# ---- block 1 ----
Fig. 1: block 1, signal wires by layer
Drawn at 4 px/micron.
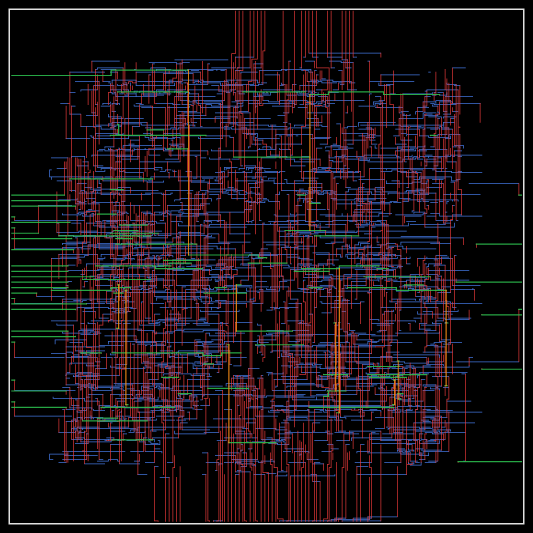

$ cat src/rtl/exe_unit_pkg.sv
// rtl/exe_unit_pkg.sv - shared constants, FSM state type and LFSR step for the exe_unit self-test engine
package exe_unit_pkg;

    localparam int M_DEF = 9;
    localparam int N_DEF = 4;

    localparam int VF = 0;
    localparam int PF = 1;
    localparam int NF = 2;
    localparam int OF = 3;

    localparam logic [31:0] LFSR_POLY = 32'h80200003;

    typedef enum logic [1:0] {IDLE, RUN, DRAIN, DONE} bist_state_t;

    // Right-shifting Galois step: feedback taps are applied when bit 0 falls out
    function automatic logic [31:0] lfsr_next(input logic [31:0] s);
        return {1'b0, s[31:1]} ^ (s[0] ? LFSR_POLY : 32'h0);
    endfunction

endpackage

$ cat src/rtl/exe_unit_lfsr.sv
// rtl/exe_unit_lfsr.sv - 32-bit Galois LFSR with synchronous load and advance enable
module exe_unit_lfsr
    import exe_unit_pkg::*;
#(
    parameter logic [31:0] RESET_VAL = 32'h1
) (
    input  logic        clk,
    input  logic        rst_n,
    input  logic        load,
    input  logic [31:0] load_val,
    input  logic        advance,
    output logic [31:0] state
);

    always_ff @(posedge clk or negedge rst_n) begin
        if (!rst_n) begin
            state <= RESET_VAL;
        end else if (load) begin
            state <= load_val;
        end else if (advance) begin
            state <= lfsr_next(state);
        end
    end

endmodule

$ cat src/rtl/exe_unit_bist.sv
// rtl/exe_unit_bist.sv - dual exe_unit compare engine; EXE_BIST_FIRST_ERR_EN adds first-mismatch capture
module exe_unit_bist
    import exe_unit_pkg::*;
#(
    parameter int          M       = M_DEF,
    parameter int          N       = N_DEF,
    parameter int          NUM_VEC = 10000,
    parameter int          LAT     = 0,
    parameter logic [31:0] SEED    = 32'h1,
    parameter int          CNT_W   = 16
) (
    input  logic             i_clk,
    input  logic             i_rst_n,
    input  logic             i_start,
    output logic [M-1:0]     o_argA,
    output logic [M-1:0]     o_argB,
    output logic [N-1:0]     o_oper,
    input  logic [M-1:0]     i_result_a,
    input  logic [3:0]       i_flags_a,
    input  logic [M-1:0]     i_result_b,
    input  logic [3:0]       i_flags_b,
    output logic             o_busy,
    output logic             o_done,
    output logic             o_pass,
    output logic [CNT_W-1:0] o_err_res_cnt,
    output logic [CNT_W-1:0] o_err_flag_cnt,
    output logic [CNT_W-1:0] o_ok_cnt
`ifdef EXE_BIST_FIRST_ERR_EN
    ,
    output logic             o_ferr_valid,
    output logic [CNT_W-1:0] o_ferr_idx,
    output logic [N-1:0]     o_ferr_oper,
    output logic [M-1:0]     o_ferr_argA,
    output logic [M-1:0]     o_ferr_argB
`endif
);

    localparam logic [31:0]      SEED_EFF = (SEED == 32'h0) ? 32'h1 : SEED;
    localparam int               VW       = $clog2(NUM_VEC + 1);
    localparam logic [VW-1:0]    LAST_IDX = VW'(NUM_VEC - 1);
    localparam logic [VW-1:0]    V_ONE    = 1;
    localparam logic [N-1:0]     OP_ONE   = 1;
    localparam logic [CNT_W-1:0] CNT_ONE  = 1;
    localparam logic [CNT_W-1:0] CNT_MAX  = '1;

    generate
        if (2 * M > 32) begin : g_width_check
            $error("exe_unit_bist: 2*M must not exceed 32");
        end
    endgenerate

    bist_state_t  fsm_state;
    logic [31:0]  lfsr_state;
    logic         shown;
    logic [VW-1:0] issue_cnt;
    logic [VW-1:0] cmp_cnt;
    logic         start_ok;
    logic         issue;
    logic         issue_last;
    logic         cmp_valid;
    logic         cmp_last;
    logic         res_mis;
    logic         flag_mis;

    assign start_ok   = i_start && ((fsm_state == IDLE) || (fsm_state == DONE));
    assign issue      = (fsm_state == RUN);
    assign issue_last = issue && (issue_cnt == LAST_IDX);
    assign cmp_last   = cmp_valid && (cmp_cnt == LAST_IDX);
    assign res_mis    = (i_result_a != i_result_b);
    assign flag_mis   = (i_flags_a != i_flags_b);

    // The LFSR stops on the last vector so the stimulus holds through DRAIN and DONE
    exe_unit_lfsr #(
        .RESET_VAL (SEED_EFF)
    ) u_lfsr (
        .clk      (i_clk),
        .rst_n    (i_rst_n),
        .load     (start_ok),
        .load_val (SEED_EFF),
        .advance  (issue && !issue_last),
        .state    (lfsr_state)
    );

    assign o_argA = shown ? lfsr_state[M-1:0]   : '0;
    assign o_argB = shown ? lfsr_state[2*M-1:M] : '0;

    generate
        if (2 * M < 32) begin : g_lfsr_spare
            logic unused_lfsr;
            assign unused_lfsr = ^lfsr_state[31:2*M];
        end
    endgenerate

    generate
        if (LAT == 0) begin : g_no_lat
            assign cmp_valid = issue;
        end else begin : g_lat
            logic [LAT-1:0] vld_pipe;
            always_ff @(posedge i_clk or negedge i_rst_n) begin
                if (!i_rst_n) begin
                    vld_pipe <= '0;
                end else begin
                    vld_pipe <= (vld_pipe << 1) | LAT'(issue);
                end
            end
            assign cmp_valid = vld_pipe[LAT-1];
        end
    endgenerate

    always_ff @(posedge i_clk or negedge i_rst_n) begin
        if (!i_rst_n) begin
            fsm_state      <= IDLE;
            shown          <= 1'b0;
            o_oper         <= '0;
            issue_cnt      <= '0;
            cmp_cnt        <= '0;
            o_busy         <= 1'b0;
            o_done         <= 1'b0;
            o_pass         <= 1'b0;
            o_err_res_cnt  <= '0;
            o_err_flag_cnt <= '0;
            o_ok_cnt       <= '0;
        end else begin
            case (fsm_state)
                IDLE, DONE: begin
                    if (i_start) begin
                        fsm_state      <= RUN;
                        shown          <= 1'b1;
                        o_oper         <= OP_ONE;
                        issue_cnt      <= '0;
                        cmp_cnt        <= '0;
                        o_busy         <= 1'b1;
                        o_done         <= 1'b0;
                        o_pass         <= 1'b0;
                        o_err_res_cnt  <= '0;
                        o_err_flag_cnt <= '0;
                        o_ok_cnt       <= '0;
                    end
                end
                RUN: begin
                    if (!issue_last) begin
                        issue_cnt <= issue_cnt + V_ONE;
                        o_oper    <= o_oper + OP_ONE;
                    end else if (LAT != 0) begin
                        fsm_state <= DRAIN;
                    end
                end
                default: ;
            endcase

            // Compare slots never coincide with a start, so the clears above cannot collide
            if (cmp_valid) begin
                cmp_cnt <= cmp_cnt + V_ONE;
                if (res_mis && (o_err_res_cnt != CNT_MAX)) begin
                    o_err_res_cnt <= o_err_res_cnt + CNT_ONE;
                end
                if (flag_mis && (o_err_flag_cnt != CNT_MAX)) begin
                    o_err_flag_cnt <= o_err_flag_cnt + CNT_ONE;
                end
                if (!res_mis && !flag_mis && (o_ok_cnt != CNT_MAX)) begin
                    o_ok_cnt <= o_ok_cnt + CNT_ONE;
                end
                if (cmp_last) begin
                    fsm_state <= DONE;
                    o_busy    <= 1'b0;
                    o_done    <= 1'b1;
                    o_pass    <= (o_err_res_cnt == '0) && !res_mis &&
                                 (o_err_flag_cnt == '0) && !flag_mis;
                end
            end
        end
    end

`ifdef EXE_BIST_FIRST_ERR_EN
    localparam int SW = N + 2 * M;

    logic [SW-1:0] cmp_stim;

    generate
        if (LAT == 0) begin : g_stim_now
            assign cmp_stim = {o_oper, o_argA, o_argB};
        end else begin : g_stim_pipe
            logic [SW-1:0] stim_pipe [LAT];
            always_ff @(posedge i_clk or negedge i_rst_n) begin
                if (!i_rst_n) begin
                    for (int i = 0; i < LAT; i++) begin
                        stim_pipe[i] <= '0;
                    end
                end else begin
                    stim_pipe[0] <= {o_oper, o_argA, o_argB};
                    for (int i = 1; i < LAT; i++) begin
                        stim_pipe[i] <= stim_pipe[i-1];
                    end
                end
            end
            assign cmp_stim = stim_pipe[LAT-1];
        end
    endgenerate

    always_ff @(posedge i_clk or negedge i_rst_n) begin
        if (!i_rst_n) begin
            o_ferr_valid <= 1'b0;
            o_ferr_idx   <= '0;
            o_ferr_oper  <= '0;
            o_ferr_argA  <= '0;
            o_ferr_argB  <= '0;
        end else if (start_ok) begin
            o_ferr_valid <= 1'b0;
            o_ferr_idx   <= '0;
            o_ferr_oper  <= '0;
            o_ferr_argA  <= '0;
            o_ferr_argB  <= '0;
        end else if (cmp_valid && (res_mis || flag_mis) && !o_ferr_valid) begin
            o_ferr_valid <= 1'b1;
            o_ferr_idx   <= CNT_W'(cmp_cnt) + CNT_ONE;
            {o_ferr_oper, o_ferr_argA, o_ferr_argB} <= cmp_stim;
        end
    end
`endif

endmodule
$ cat config.mk
export PLATFORM = sky130hd
export DESIGN_NAME = exe_unit_bist
export DESIGN_NICKNAME = d
export VERILOG_FILES = /design/src/rtl/exe_unit_pkg.sv /design/src/rtl/exe_unit_lfsr.sv /design/src/rtl/exe_unit_bist.sv
export SDC_FILE = /design/constraint.sdc
export NUM_CORES = 1
export LEC_CHECK = 0
export CAP_MARGIN = 30
export CORE_MARGIN = 10
export CORE_UTILIZATION = 55
export CTS_CLUSTER_DIAMETER = 80
export DETAILED_ROUTE_END_ITERATION = 10
export PLACE_DENSITY_LB_ADDON = 0.25
export SYNTH_ARGS = -nofsm -noshare
export SYNTH_HDL_FRONTEND = slang
export SYNTH_SLANG_ARGS = --single-unit
$ cat constraint.sdc
create_clock -name i_clk -period 3.49 [get_ports i_clk]
set_input_delay 0.5235 -clock i_clk [delete_from_list [all_inputs] [get_ports i_clk]]
set_output_delay 0.5235 -clock i_clk [all_outputs]
set_load 0.02 [all_outputs]
# ---- block 2 ----
### src/rtl/display_pkg.sv
// Shared types and constants for the 7-segment scan controller.
package display_pkg;

   localparam int         DEF_NUM_DIGITS = 6;
   localparam logic [3:0] SEG_OFF_CODE   = 4'hF;

   typedef enum logic {
      SCAN_BLANK = 1'b0,
      SCAN_SHOW  = 1'b1
   } scan_state_t;

   // Counter width for a modulus, never narrower than one bit.
   function automatic int cnt_w(input int modulus);
      return (modulus > 1) ? $clog2(modulus) : 1;
   endfunction

endpackage

### src/rtl/clk_tick_div.sv
// Free-running modulo-MOD counter with a one-cycle wrap flag on its last count.
module clk_tick_div
   import display_pkg::*;
#(
   parameter  int MOD = 2,
   localparam int CW  = cnt_w(MOD)
) (
   input  logic          clk,
   input  logic          rst,
   output logic [CW-1:0] cnt,
   output logic          wrap
);

   logic [CW-1:0] cnt_q, cnt_d;

   always_comb begin
      wrap  = (cnt_q == CW'(MOD - 1));
      cnt_d = wrap ? '0 : cnt_q + 1'b1;
   end

   always_ff @(posedge clk or posedge rst) begin
      if (rst) cnt_q <= '0;
      else     cnt_q <= cnt_d;
   end

   assign cnt = cnt_q;

endmodule

### src/rtl/display_scan_ctrl.sv
// Multiplexed 7-segment scan: per-slot blanking, blink, leading-zero
// suppression and whole-frame snapshots of the digit inputs.
module display_scan_ctrl
   import display_pkg::*;
#(
   parameter int NUM_DIGITS = DEF_NUM_DIGITS,
   parameter int SCAN_DIV   = 50000,
   parameter int BLANK_CYC  = 16,
   parameter int BLINK_DIV  = 25000000
) (
   input  logic                    clk,
   input  logic                    rst,
   input  logic                    en,
   input  logic [4*NUM_DIGITS-1:0] digits_in,
   input  logic [NUM_DIGITS-1:0]   blink_mask,
   input  logic                    lz_en,
   output logic [3:0]              hex_digit,
   output logic                    blink,
   output logic [NUM_DIGITS-1:0]   digit_sel_n,
   output logic                    frame_start
);

   localparam int SW = cnt_w(SCAN_DIV);
   localparam int IW = cnt_w(NUM_DIGITS);

   logic [SW-1:0] slot_cnt;
   logic          slot_wrap;
   logic          blink_wrap;

   clk_tick_div #(.MOD(SCAN_DIV)) u_slot_div (
      .clk  (clk),
      .rst  (rst),
      .cnt  (slot_cnt),
      .wrap (slot_wrap)
   );

   clk_tick_div #(.MOD(BLINK_DIV)) u_blink_div (
      .clk  (clk),
      .rst  (rst),
      .cnt  (),
      .wrap (blink_wrap)
   );

   scan_state_t               state_q, state_d;
   logic [IW-1:0]             idx_q, idx_d;
   logic                      phase_q, phase_d;
   logic [4*NUM_DIGITS-1:0]   frame_q, frame_d;
   logic [NUM_DIGITS-1:0]     frame_mask_q, frame_mask_d;
   logic [3:0]                hex_digit_q, hex_digit_d;
   logic                      blink_q, blink_d;
   logic [NUM_DIGITS-1:0]     digit_sel_n_q, digit_sel_n_d;
   logic                      frame_start_q, frame_start_d;

   logic       slot_start;
   logic       snap;
   logic [3:0] cur_val;
   logic       blank_cond;

   // slot_cnt == 0 means the coming edge opens a new slot; all per-slot
   // outputs are loaded on that edge, so they use the freshly snapped frame.
   always_comb begin
      slot_start   = (slot_cnt == '0);
      snap         = slot_start && (idx_q == '0);
      frame_d      = snap ? digits_in  : frame_q;
      frame_mask_d = snap ? blink_mask : frame_mask_q;
      cur_val      = frame_d[{idx_q, 2'b00} +: 4];
      blank_cond   = (frame_mask_d[idx_q] & phase_q)
                   | (lz_en & (idx_q == IW'(NUM_DIGITS - 1)) & (cur_val == 4'd0));

      phase_d = phase_q ^ blink_wrap;

      idx_d = idx_q;
      if (slot_wrap)
         idx_d = (idx_q == IW'(NUM_DIGITS - 1)) ? '0 : idx_q + 1'b1;

      state_d = state_q;
      case (state_q)
         SCAN_BLANK: if (slot_cnt == SW'(BLANK_CYC - 1)) state_d = SCAN_SHOW;
         SCAN_SHOW:  if (slot_wrap)                      state_d = SCAN_BLANK;
         default:                                        state_d = SCAN_BLANK;
      endcase

      hex_digit_d   = slot_start ? cur_val    : hex_digit_q;
      blink_d       = slot_start ? blank_cond : blink_q;
      frame_start_d = snap;

      // state_q leads the pins by one edge, which puts the enable exactly
      // BLANK_CYC edges after the slot start and drops it on the next start.
      digit_sel_n_d = '1;
      if (state_q == SCAN_SHOW && en)
         digit_sel_n_d[idx_q] = 1'b0;
   end

   always_ff @(posedge clk or posedge rst) begin
      if (rst) begin
         state_q       <= SCAN_BLANK;
         idx_q         <= '0;
         phase_q       <= 1'b0;
         frame_q       <= '0;
         frame_mask_q  <= '0;
         hex_digit_q   <= SEG_OFF_CODE;
         blink_q       <= 1'b1;
         digit_sel_n_q <= '1;
         frame_start_q <= 1'b0;
      end else begin
         state_q       <= state_d;
         idx_q         <= idx_d;
         phase_q       <= phase_d;
         frame_q       <= frame_d;
         frame_mask_q  <= frame_mask_d;
         hex_digit_q   <= hex_digit_d;
         blink_q       <= blink_d;
         digit_sel_n_q <= digit_sel_n_d;
         frame_start_q <= frame_start_d;
      end
   end

   assign hex_digit   = hex_digit_q;
   assign blink       = blink_q;
   assign digit_sel_n = digit_sel_n_q;
   assign frame_start = frame_start_q;

endmodule

### config.mk
export PLATFORM = sky130hd
export DESIGN_NAME = display_scan_ctrl
export DESIGN_NICKNAME = d
export VERILOG_FILES = /design/src/rtl/display_pkg.sv /design/src/rtl/clk_tick_div.sv /design/src/rtl/display_scan_ctrl.sv
export SDC_FILE = /design/constraint.sdc
export NUM_CORES = 1
export LEC_CHECK = 0
export ABC_AREA = 1
export CORE_ASPECT_RATIO = 0.9
export CORE_MARGIN = 2
export CORE_UTILIZATION = 58
export CTS_CLUSTER_SIZE = 40
export DETAILED_ROUTE_END_ITERATION = 10
export GPL_TIMING_DRIVEN = 0
export PLACE_DENSITY = 0.81
export SETUP_SLACK_MARGIN = 0.1
export SYNTH_ARGS = -nofsm -noshare
export SYNTH_HDL_FRONTEND = slang
export SYNTH_HIERARCHICAL = 1
export SYNTH_SLANG_ARGS = --single-unit
export TNS_END_PERCENT = 20
### constraint.sdc
create_clock -name clk -period 2.15 [get_ports clk]
set_input_delay 0.43 -clock clk [delete_from_list [all_inputs] [get_ports clk]]
set_output_delay 0.43 -clock clk [all_outputs]
set_load 0.01 [all_outputs]
# ---- block 3 ----
`config.mk`:
```
export PLATFORM = sky130hd
export DESIGN_NAME = spi_master_byte
export DESIGN_NICKNAME = d
export VERILOG_FILES = /design/src/rtl/spi_master_byte.sv
export SDC_FILE = /design/constraint.sdc
export NUM_CORES = 1
export LEC_CHECK = 0
export CAP_MARGIN = 10
export CORE_ASPECT_RATIO = 0.6
export CORE_UTILIZATION = 50
export DETAILED_ROUTE_END_ITERATION = 16
export PLACE_DENSITY = 0.8
export SLEW_MARGIN = 20
export SYNTH_ARGS = -nofsm -noshare
export SYNTH_HDL_FRONTEND = slang
export SYNTH_SLANG_ARGS = --single-unit
```
`constraint.sdc`:
```
create_clock -name wb_clk_i -period 4.6 [get_ports wb_clk_i]
set_input_delay 0.92 -clock wb_clk_i [delete_from_list [all_inputs] [get_ports wb_clk_i]]
set_output_delay 0.92 -clock wb_clk_i [all_outputs]
set_load 0.01 [all_outputs]
```
`src/rtl/spi_master_byte.sv`:
```
// Byte-level SPI master, mode 0 (sck idles low, data launched on the falling edge
// and captured on the rising edge). A one-deep holding register in front of the
// shifter lets back-to-back bytes stream under one chip select with no gap.
module spi_master_byte #(
    parameter int unsigned CLK_DIV = 2
) (
    input  logic       wb_clk_i,
    input  logic       wb_rst_i,
    input  logic [7:0] tx_data_i,
    input  logic       tx_last_i,
    input  logic       tx_valid_i,
    output logic       tx_ready_o,
    output logic [7:0] rx_data_o,
    output logic       rx_valid_o,
    output logic       busy_o,
    output logic       sck_o,
    output logic       mosi_o,
    input  logic       miso_i,
    output logic       cs_n_o
);

    typedef enum logic [2:0] {StIdle, StSetup, StShift, StGap, StHold} state_e;

    localparam logic [7:0] DivMax = 8'(CLK_DIV - 1);

    state_e     state_q;
    logic [7:0] div_q;
    logic [3:0] half_q;
    logic [7:0] hold_data_q;
    logic       hold_last_q;
    logic       tx_ready_q;
    logic [7:0] tx_shift_q;
    logic       cur_last_q;
    logic [7:0] rx_shift_q;
    logic [7:0] rx_data_q;
    logic       rx_valid_q;
    logic       busy_q;
    logic       sck_q;
    logic       cs_n_q;

    logic tick;
    logic accept;
    logic load;

    assign tick   = (div_q == DivMax);
    assign accept = tx_valid_i && tx_ready_q;

    // Decide when the holding register moves into the shifter.
    always_comb begin
        load = 1'b0;
        case (state_q)
            StIdle, StGap: load = !tx_ready_q;
            // Only on the 8th falling edge of a byte that is not the last of its frame.
            StShift: load = tick && sck_q && (half_q == 4'd15) && !cur_last_q && !tx_ready_q;
            default: load = 1'b0;
        endcase
    end

    // Holding register; tx_ready_q doubles as its empty flag.
    always_ff @(posedge wb_clk_i) begin
        if (wb_rst_i) begin
            tx_ready_q  <= 1'b1;
            hold_data_q <= 8'h00;
            hold_last_q <= 1'b0;
        end else if (accept) begin
            tx_ready_q  <= 1'b0;
            hold_data_q <= tx_data_i;
            hold_last_q <= tx_last_i;
        end else if (load) begin
            tx_ready_q  <= 1'b1;
        end
    end

    // Half-period divider; parked at zero while no SCK edges are due.
    always_ff @(posedge wb_clk_i) begin
        if (wb_rst_i || state_q == StIdle || state_q == StGap) begin
            div_q <= 8'd0;
        end else if (tick) begin
            div_q <= 8'd0;
        end else begin
            div_q <= div_q + 8'd1;
        end
    end

    // Framing FSM with registered SPI and status outputs.
    always_ff @(posedge wb_clk_i) begin
        if (wb_rst_i) begin
            state_q    <= StIdle;
            half_q     <= 4'd0;
            tx_shift_q <= 8'h00;
            cur_last_q <= 1'b0;
            rx_shift_q <= 8'h00;
            rx_data_q  <= 8'h00;
            rx_valid_q <= 1'b0;
            busy_q     <= 1'b0;
            sck_q      <= 1'b0;
            cs_n_q     <= 1'b1;
        end else begin
            rx_valid_q <= 1'b0;
            case (state_q)
                StIdle: begin
                    cs_n_q <= 1'b1;
                    sck_q  <= 1'b0;
                    if (load) begin
                        tx_shift_q <= hold_data_q;
                        cur_last_q <= hold_last_q;
                        half_q     <= 4'd0;
                        cs_n_q     <= 1'b0;
                        busy_q     <= 1'b1;
                        state_q    <= StSetup;
                    end
                end
                StSetup: begin
                    if (tick) begin
                        state_q <= StShift;
                    end
                end
                StShift: begin
                    if (tick) begin
                        sck_q  <= ~sck_q;
                        half_q <= half_q + 4'd1;
                        if (!sck_q) begin
                            rx_shift_q <= {rx_shift_q[6:0], miso_i};
                        end else if (half_q != 4'd15) begin
                            tx_shift_q <= {tx_shift_q[6:0], 1'b0};
                        end else begin
                            rx_data_q  <= rx_shift_q;
                            rx_valid_q <= 1'b1;
                            if (cur_last_q) begin
                                state_q <= StHold;
                            end else if (load) begin
                                tx_shift_q <= hold_data_q;
                                cur_last_q <= hold_last_q;
                            end else begin
                                state_q <= StGap;
                            end
                        end
                    end
                end
                StGap: begin
                    if (load) begin
                        tx_shift_q <= hold_data_q;
                        cur_last_q <= hold_last_q;
                        state_q    <= StShift;
                    end
                end
                StHold: begin
                    if (tick) begin
                        cs_n_q  <= 1'b1;
                        busy_q  <= 1'b0;
                        state_q <= StIdle;
                    end
                end
                default: state_q <= StIdle;
            endcase
        end
    end

    assign tx_ready_o = tx_ready_q;
    assign rx_data_o  = rx_data_q;
    assign rx_valid_o = rx_valid_q;
    assign busy_o     = busy_q;
    assign sck_o      = sck_q;
    // MSB of the shifter is the launched bit, so mosi_o stays a register output.
    assign mosi_o     = tx_shift_q[7];
    assign cs_n_o     = cs_n_q;

endmodule

```
# ---- block 4 ----
==> config.mk <==
export PLATFORM = sky130hd
export DESIGN_NAME = if_stage
export DESIGN_NICKNAME = d
export VERILOG_FILES = /design/src/rtl/if_stage.sv
export SDC_FILE = /design/constraint.sdc
export NUM_CORES = 1
export LEC_CHECK = 0
export CAP_MARGIN = 20
export CORE_MARGIN = 4
export CORE_UTILIZATION = 37
export DETAILED_ROUTE_END_ITERATION = 12
export PLACE_DENSITY = 0.87
export SYNTH_ARGS = -nofsm -noshare
export SYNTH_HDL_FRONTEND = slang
export SYNTH_SLANG_ARGS = --single-unit
==> constraint.sdc <==
create_clock -name clk -period 1.9 [get_ports clk]
set_input_delay 0.38 -clock clk [delete_from_list [all_inputs] [get_ports clk]]
set_output_delay 0.38 -clock clk [all_outputs]
set_load 0.02 [all_outputs]
==> src/rtl/if_stage.sv <==
// Instruction-fetch stage: PC register, PC+4, redirect/stall/halt selection
// and the IF/ID pipeline register feeding decode.
module if_stage #(
  parameter int                      PC_WIDTH    = 32,
  parameter int                      INSTR_WIDTH = 32,
  parameter logic [PC_WIDTH-1:0]     RESET_PC    = 32'h0000_0000,
  parameter logic [INSTR_WIDTH-1:0]  NOP_INSTR   = 32'h0000_0000
) (
  input  logic                   clk,
  input  logic                   reset,
  input  logic                   i_stall,
  input  logic                   i_branch_taken,
  input  logic [PC_WIDTH-1:0]    i_branch_target,
  input  logic                   i_jump,
  input  logic [PC_WIDTH-1:0]    i_jump_target,
  input  logic                   i_halt,
  output logic [PC_WIDTH-1:0]    o_imem_addr,
  input  logic [INSTR_WIDTH-1:0] i_imem_rdata,
  output logic [INSTR_WIDTH-1:0] o_instr_id,
  output logic [PC_WIDTH-1:0]    o_pc_plus4_id,
  output logic                   o_valid_id,
  output logic [PC_WIDTH-1:0]    o_pc
);

  logic [PC_WIDTH-1:0]    pc_reg, pc_next;
  logic [PC_WIDTH-1:0]    pc_plus4;
  logic [PC_WIDTH-1:0]    target_raw, redirect_target;
  logic                   redirect;
  logic [INSTR_WIDTH-1:0] instr_id_reg, instr_id_next;
  logic [PC_WIDTH-1:0]    pc_plus4_id_reg, pc_plus4_id_next;
  logic                   valid_id_reg, valid_id_next;

  assign pc_plus4        = pc_reg + PC_WIDTH'(4);
  assign redirect        = i_jump | i_branch_taken;
  assign target_raw      = i_jump ? i_jump_target : i_branch_target;
  assign redirect_target = {target_raw[PC_WIDTH-1:2], 2'b00};

  // Stall beats redirect (branch operands not ready), redirect beats halt.
  always_comb begin
    pc_next          = pc_reg;
    instr_id_next    = instr_id_reg;
    pc_plus4_id_next = pc_plus4_id_reg;
    valid_id_next    = valid_id_reg;
    if (!i_stall) begin
      if (redirect) begin
        pc_next          = redirect_target;
        instr_id_next    = NOP_INSTR;
        pc_plus4_id_next = '0;
        valid_id_next    = 1'b0;
      end else if (i_halt) begin
        instr_id_next    = NOP_INSTR;
        pc_plus4_id_next = '0;
        valid_id_next    = 1'b0;
      end else begin
        pc_next          = pc_plus4;
        instr_id_next    = i_imem_rdata;
        pc_plus4_id_next = pc_plus4;
        valid_id_next    = 1'b1;
      end
    end
  end

  always_ff @(posedge clk) begin
    if (reset) begin
      pc_reg          <= RESET_PC;
      instr_id_reg    <= NOP_INSTR;
      pc_plus4_id_reg <= '0;
      valid_id_reg    <= 1'b0;
    end else begin
      pc_reg          <= pc_next;
      instr_id_reg    <= instr_id_next;
      pc_plus4_id_reg <= pc_plus4_id_next;
      valid_id_reg    <= valid_id_next;
    end
  end

  assign o_imem_addr   = pc_reg;
  assign o_pc          = pc_reg;
  assign o_instr_id    = instr_id_reg;
  assign o_pc_plus4_id = pc_plus4_id_reg;
  assign o_valid_id    = valid_id_reg;

endmodule

Fig. 2: block 3, supply network
Drawn at 6 px/micron. Pins as bars on the die edge. Tap cells in gray.
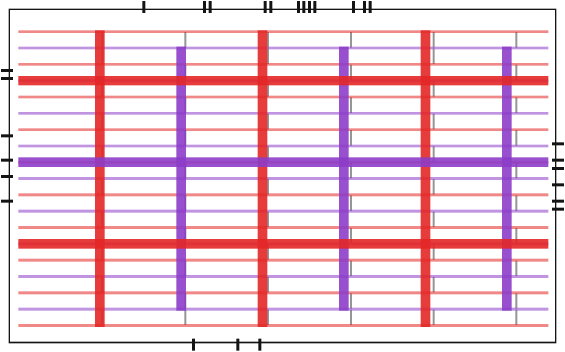
color	net
purple	VDD
red	VSS
met1 rails	19
met5 straps	3
maximum vdd drop: 0.183 mV
Die W: 90.8 microns
Die H: 55.3 microns
Core Region: 4320 sq um

==> flow_summary.json, block 3 <==
{
  "critical_path_class": "reg -> out",
  "whs_path_depth": 2,
  "worst_slew_pin_slew_ns": 0.789,
  "taps": 60,
  "yosysWarningCount": 0,
  "synth-async-reset-ratio_pct": 0,
  "r2r_start": "state_q[1]",
  "highest_layer": "met4",
  "drt_iter0_drc": 208,
  "flops": 54,
  "lay_top_count": "dfxtp_1",
  "largest_class": "combinational gates",
  "routabilityCongestion": 0.840,
  "insertion_delay_ns": 0.30,
  "area_growth_pct": 15.3,
  "ys_cells": 284,
  "portBuffers": 26,
  "post_cts_resized": 0,
  "grtUsageMet3_pct": 4.68,
  "drt-wirelength-per-cell_microns": 14.2,
  "p_leak_nw": 0.950,
  "critPathTopFamily": "flip-flops",
  "rsz0062_at_grt": "no",
  "swShare_pct": 35.2,
  "crit_arrival_ns": 1.77,
  "cts_buffers": 5,
  "top_logic_kind": "simple AND/OR/NAND/NOR gates",
  "seq_power_share_pct": 47.8,
  "finalMaxSlewViolations": 0,
  "fin_worst_skew_ns": 0.00705,
  "crit_start": "tx_ready_o",
  "status": "finished, final reports clean",
  "crit_end": "tx_ready_o",
  "syn_area_sq_um": 2370,
  "finalSetupTns_ns": 0,
  "path_clk_slew_ns": 0.09,
  "inverters": 6,
  "top_power_group": "sequential cells"
}
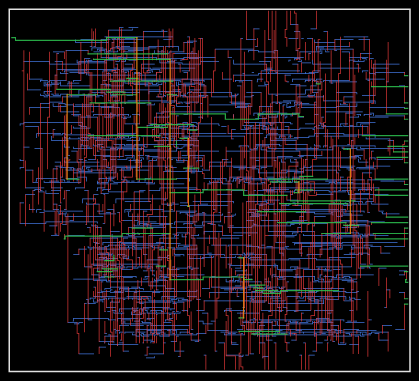
Fig. 3. Signal wires by layer (block 2).
Drawn at 4 px/micron.
color	layer	wire length
orange	metal 4	167 microns
green	metal 3	616 microns
red	metal 2	5,320 microns
blue	metal 1	4,480 microns

==> flow_summary.json, block 2 <==
{
  "cts_setup_buffers": 0,
  "io_pins": 46,
  "seq_share_pct": 38.4,
  "clock_path_buffers": 2,
  "critPathTopFamily": "simple AND/OR/NAND/NOR gates",
  "top_power_group": "sequential cells",
  "power.internal_mw": 2.37,
  "p_switching_mw": 0.718,
  "p_comb_share_pct": 6.0,
  "topCellsByArea": "dfrtp_1 40%, nand2_1 14%, nor2_1 7.2%, inv_1 7.0%, dfstp_2 6.0%",
  "use_met2_pct": 40.5,
  "first_pass_iters": 4,
  "min_path_type": "in -> async",
  "n_fill_cell": 577,
  "crit_end": "blink",
  "powerDensity_nw_per_um2": 534,
  "cts_hold_buf": 0,
  "flops": 88,
  "layout_setup_ws_ns": 0.156,
  "timing.final.crit_share_pct": 92.7,
  "post_cts_resized": 0,
  "cts.sinks": 88,
  "cp-start-kind": "flip-flop",
  "inverters": 95,
  "r2r_end": "blink",
  "drt-wirelength-per-cell_microns": 13.1,
  "slowest_stage": "dfrtp_2",
  "irDropWorstVdd_mv": 0.402,
  "synth.top_cell.area_share_pct": 40.2,
  "largest_register_ffs": 25,
  "place_area_sq_um": 5380,
  "worst-path-max-fanout": 6,
  "busiest_layer": "met2",
  "ys_ff": 88,
  "yosys-top-cells-count": "182 x nand2_1, 92 x nor2_1, 89 x inv_1, 77 x dfrtp_1, 42 x nand3_1",
  "status": "finished, final reports clean",
  "largest_class": "registers",
  "critical_path_class": "reg -> reg",
  "lay_top_count": "nand2_1",
  "rrSetupSlack_ns": 0.16,
  "drt_iter0_drc": 209,
  "fin_area_sq_um": 5780,
  "met3_length_microns": 615,
  "cts_tree": "done",
  "top_area_cell": "dfrtp_1"
}
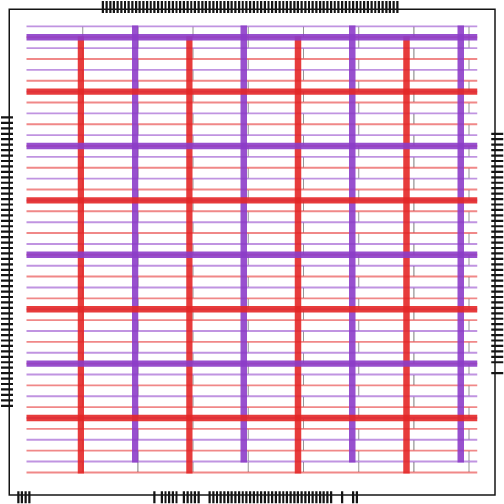
Fig. 4. Supply network (block 4).
Drawn at 4 px/micron. Pins as bars on the die edge. Tap cells in gray.
color	net
purple	VDD
red	VSS
rows	41
met1 rails	42
tap cells	172
met4 straps	8
signal pins	231

==> flow_summary.json, block 4 <==
{
  "slowest_stage": "clkdlybuf4s50_1",
  "layout.nets": 894,
  "ff_type": "dfxtp_1",
  "topCellsByArea": "dfxtp_1 40%, a22o_1 6.3%, buf_4 6.0%, o21ai_0 5.5%, nand2_1 4.7%",
  "htreeDepth": 3,
  "routabilityCongestion": 0.968,
  "seq_share_pct": 24.6,
  "synth.top_cell.area_share_pct": 39.8,
  "inverters": 7,
  "cts.sinks": 94,
  "whs_path_depth": 2,
  "edf_count": 0,
  "critical_path_class": "reg -> out",
  "finalMaxSlewViolations": 0,
  "core_area_sq_um": 12600,
  "hp-start": "o_valid_id",
  "cts_tree": "done",
  "fin_worst_skew_ns": 0.0107,
  "cts_setup_buffers": 0,
  "path_clk_slew_ns": 0.07,
  "worstPathCellList": "buf_4, clkdlybuf4s50_1",
  "p_switching_mw": 1.46,
  "post_cts_resized": 12,
  "top_area_cell": "dfxtp_1",
  "p_leak_nw": 3.15,
  "critPathMaxStageDelay_ns": 0.62,
  "ys_chip_area_sq_um": 4730,
  "whs_ns": 0.446,
  "met3_length_mm": 1.75,
  "post-route-drc-count": 0,
  "route.met2.wl_mm": 8.90,
  "place_area_sq_um": 7400,
  "clock_path_buffers": 2,
  "ys_cells": 546,
  "irDropWorstVdd_mv": 0.533,
  "taps": 172,
  "ys_ff": 94,
  "status": "finished, final reports clean",
  "power.internal_mw": 3.51
}
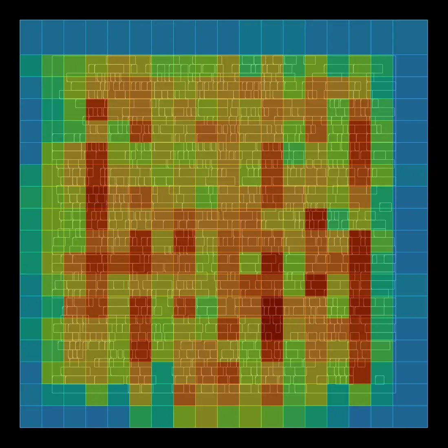
Fig. 5. Routing congestion (block 1).
Most Crowded Layer GR: met2
WL/cell: 18.2 microns
GRT Util Overall: 21.9%
fin util: 71.8%

About Fig. 1:
color	layer	wire length
green	metal 3	1,060 microns
orange	metal 4	248 microns
red	metal 2	8,910 microns
blue	metal 1	7,380 microns

==> flow_summary.json, block 1 <==
{
  "nMultiInputCombCells": 542,
  "status": "finished, final reports clean",
  "p_comb_share_pct": 31.6,
  "ys_cells": 709,
  "grt_pass1_wl_mm": 29.5,
  "grt_max_degree": 69,
  "clock_path_buffers": 2,
  "rows": 39,
  "setup_viol": 0,
  "ant_nets": 0,
  "htreeDepth": 4,
  "fp_nets": 748,
  "power.internal_mw": 3.96,
  "syn_area_sq_um": 6440,
  "synth_seq_share_pct": 45.9,
  "edf_count": 0,
  "fin_worst_skew_ns": 0.00787,
  "layout.nets": 848,
  "antenna_cells": 0,
  "chipWidth_microns": 128,
  "post-route-drc-count": 0,
  "clock_power_share_pct": 30.6,
  "whs_ns": 0.144,
  "fmax_ghz": 0.366,
  "fin_area_sq_um": 8230,
  "critPathMaxStageDelay_ns": 0.57,
  "mux_share_pct": 2.25,
  "top_logic_kind": "simple AND/OR/NAND/NOR gates",
  "dp_slack_ns": 0.427,
  "worst_slew_pin_slew_ns": 1.08,
  "pwr.group.clock_mw": 1.84,
  "warnings": 29,
  "clkCellAreaFrac_pct": 7.60,
  "dp_cells": 933,
  "inverters": 18,
  "taps": 143
}

==> notes/layouts.md <==
Pictures saved along the way, in no particular order.

Cells colored by class.
panel A
Drawn at 4 px/micron. Fill, decap, tap and diode cells in gray.
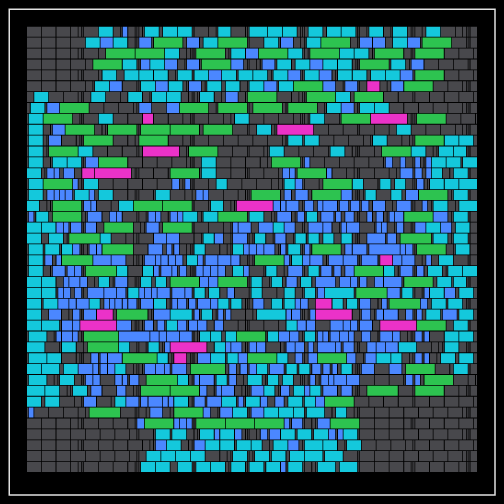
panel B
Drawn at 4 px/micron. Fill, decap, tap and diode cells in gray.
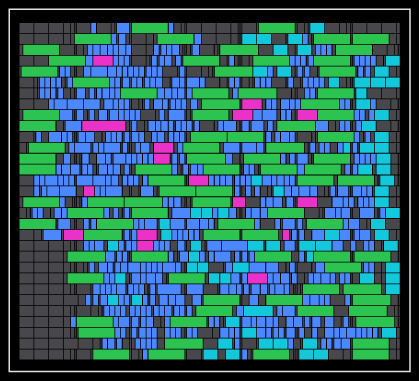
panel C
Drawn at 6 px/micron. Fill, decap, tap and diode cells in gray.
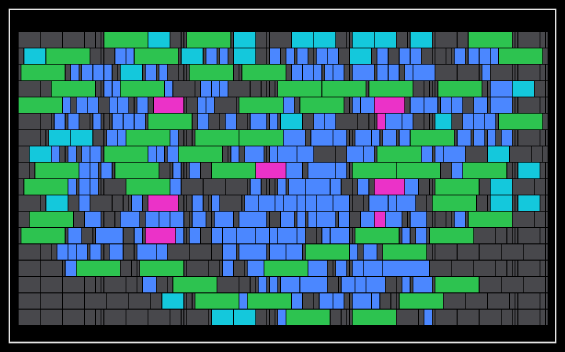
panel D
Drawn at 4 px/micron. Fill, decap, tap and diode cells in gray.
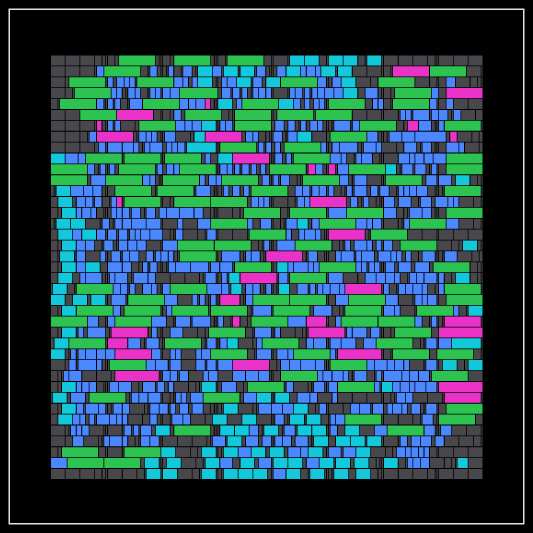
panel B -> block 2
panel C -> block 3
panel A -> block 4
panel D -> block 1
- fewest sequential cells: panel C
- most sequential cells: panel D

Key to panel C:
color	class	cells
cyan	other buffers and delay cells	27
blue	combinational and other logic	212
green	flops	54
magenta	clock drivers and dummy loads	8



## Gallery

Clock distribution.
shot_01.png
Drawn at 4 px/micron.
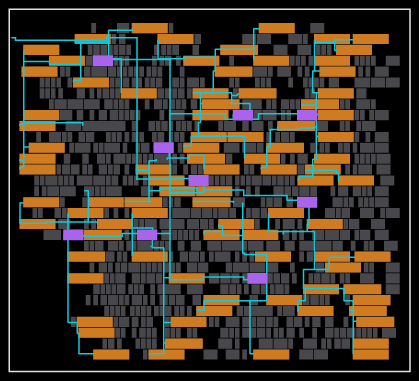
shot_02.png
Drawn at 6 px/micron.
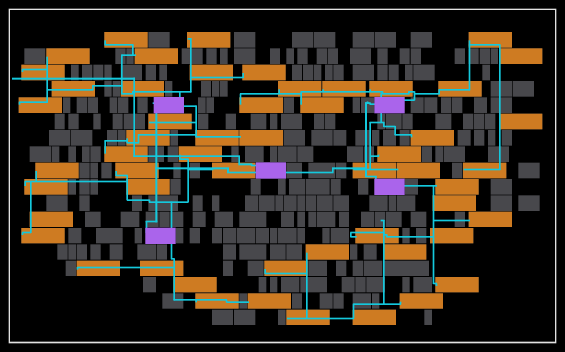
shot_03.png
Drawn at 3 px/micron.
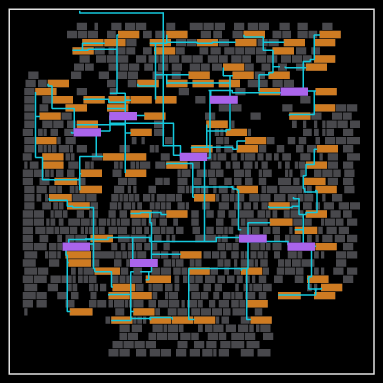
shot_04.png
Drawn at 3 px/micron.
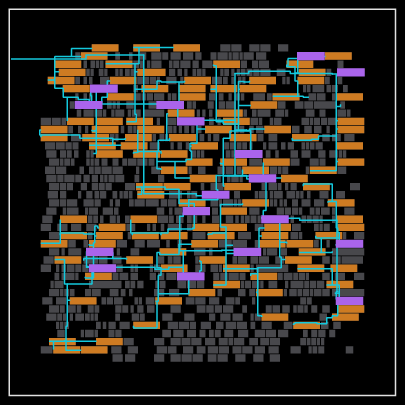
- fewest sequential cells: shot_02.png
shot_04.png -> block 1
shot_03.png -> block 4
shot_01.png -> block 2
shot_02.png -> block 3

Key to shot_03.png:
[purple] clock drivers | count: 9
[orange] flip-flops | count: 94
[cyan] clock wires | length: 1,210 microns
flops lie	widely spread

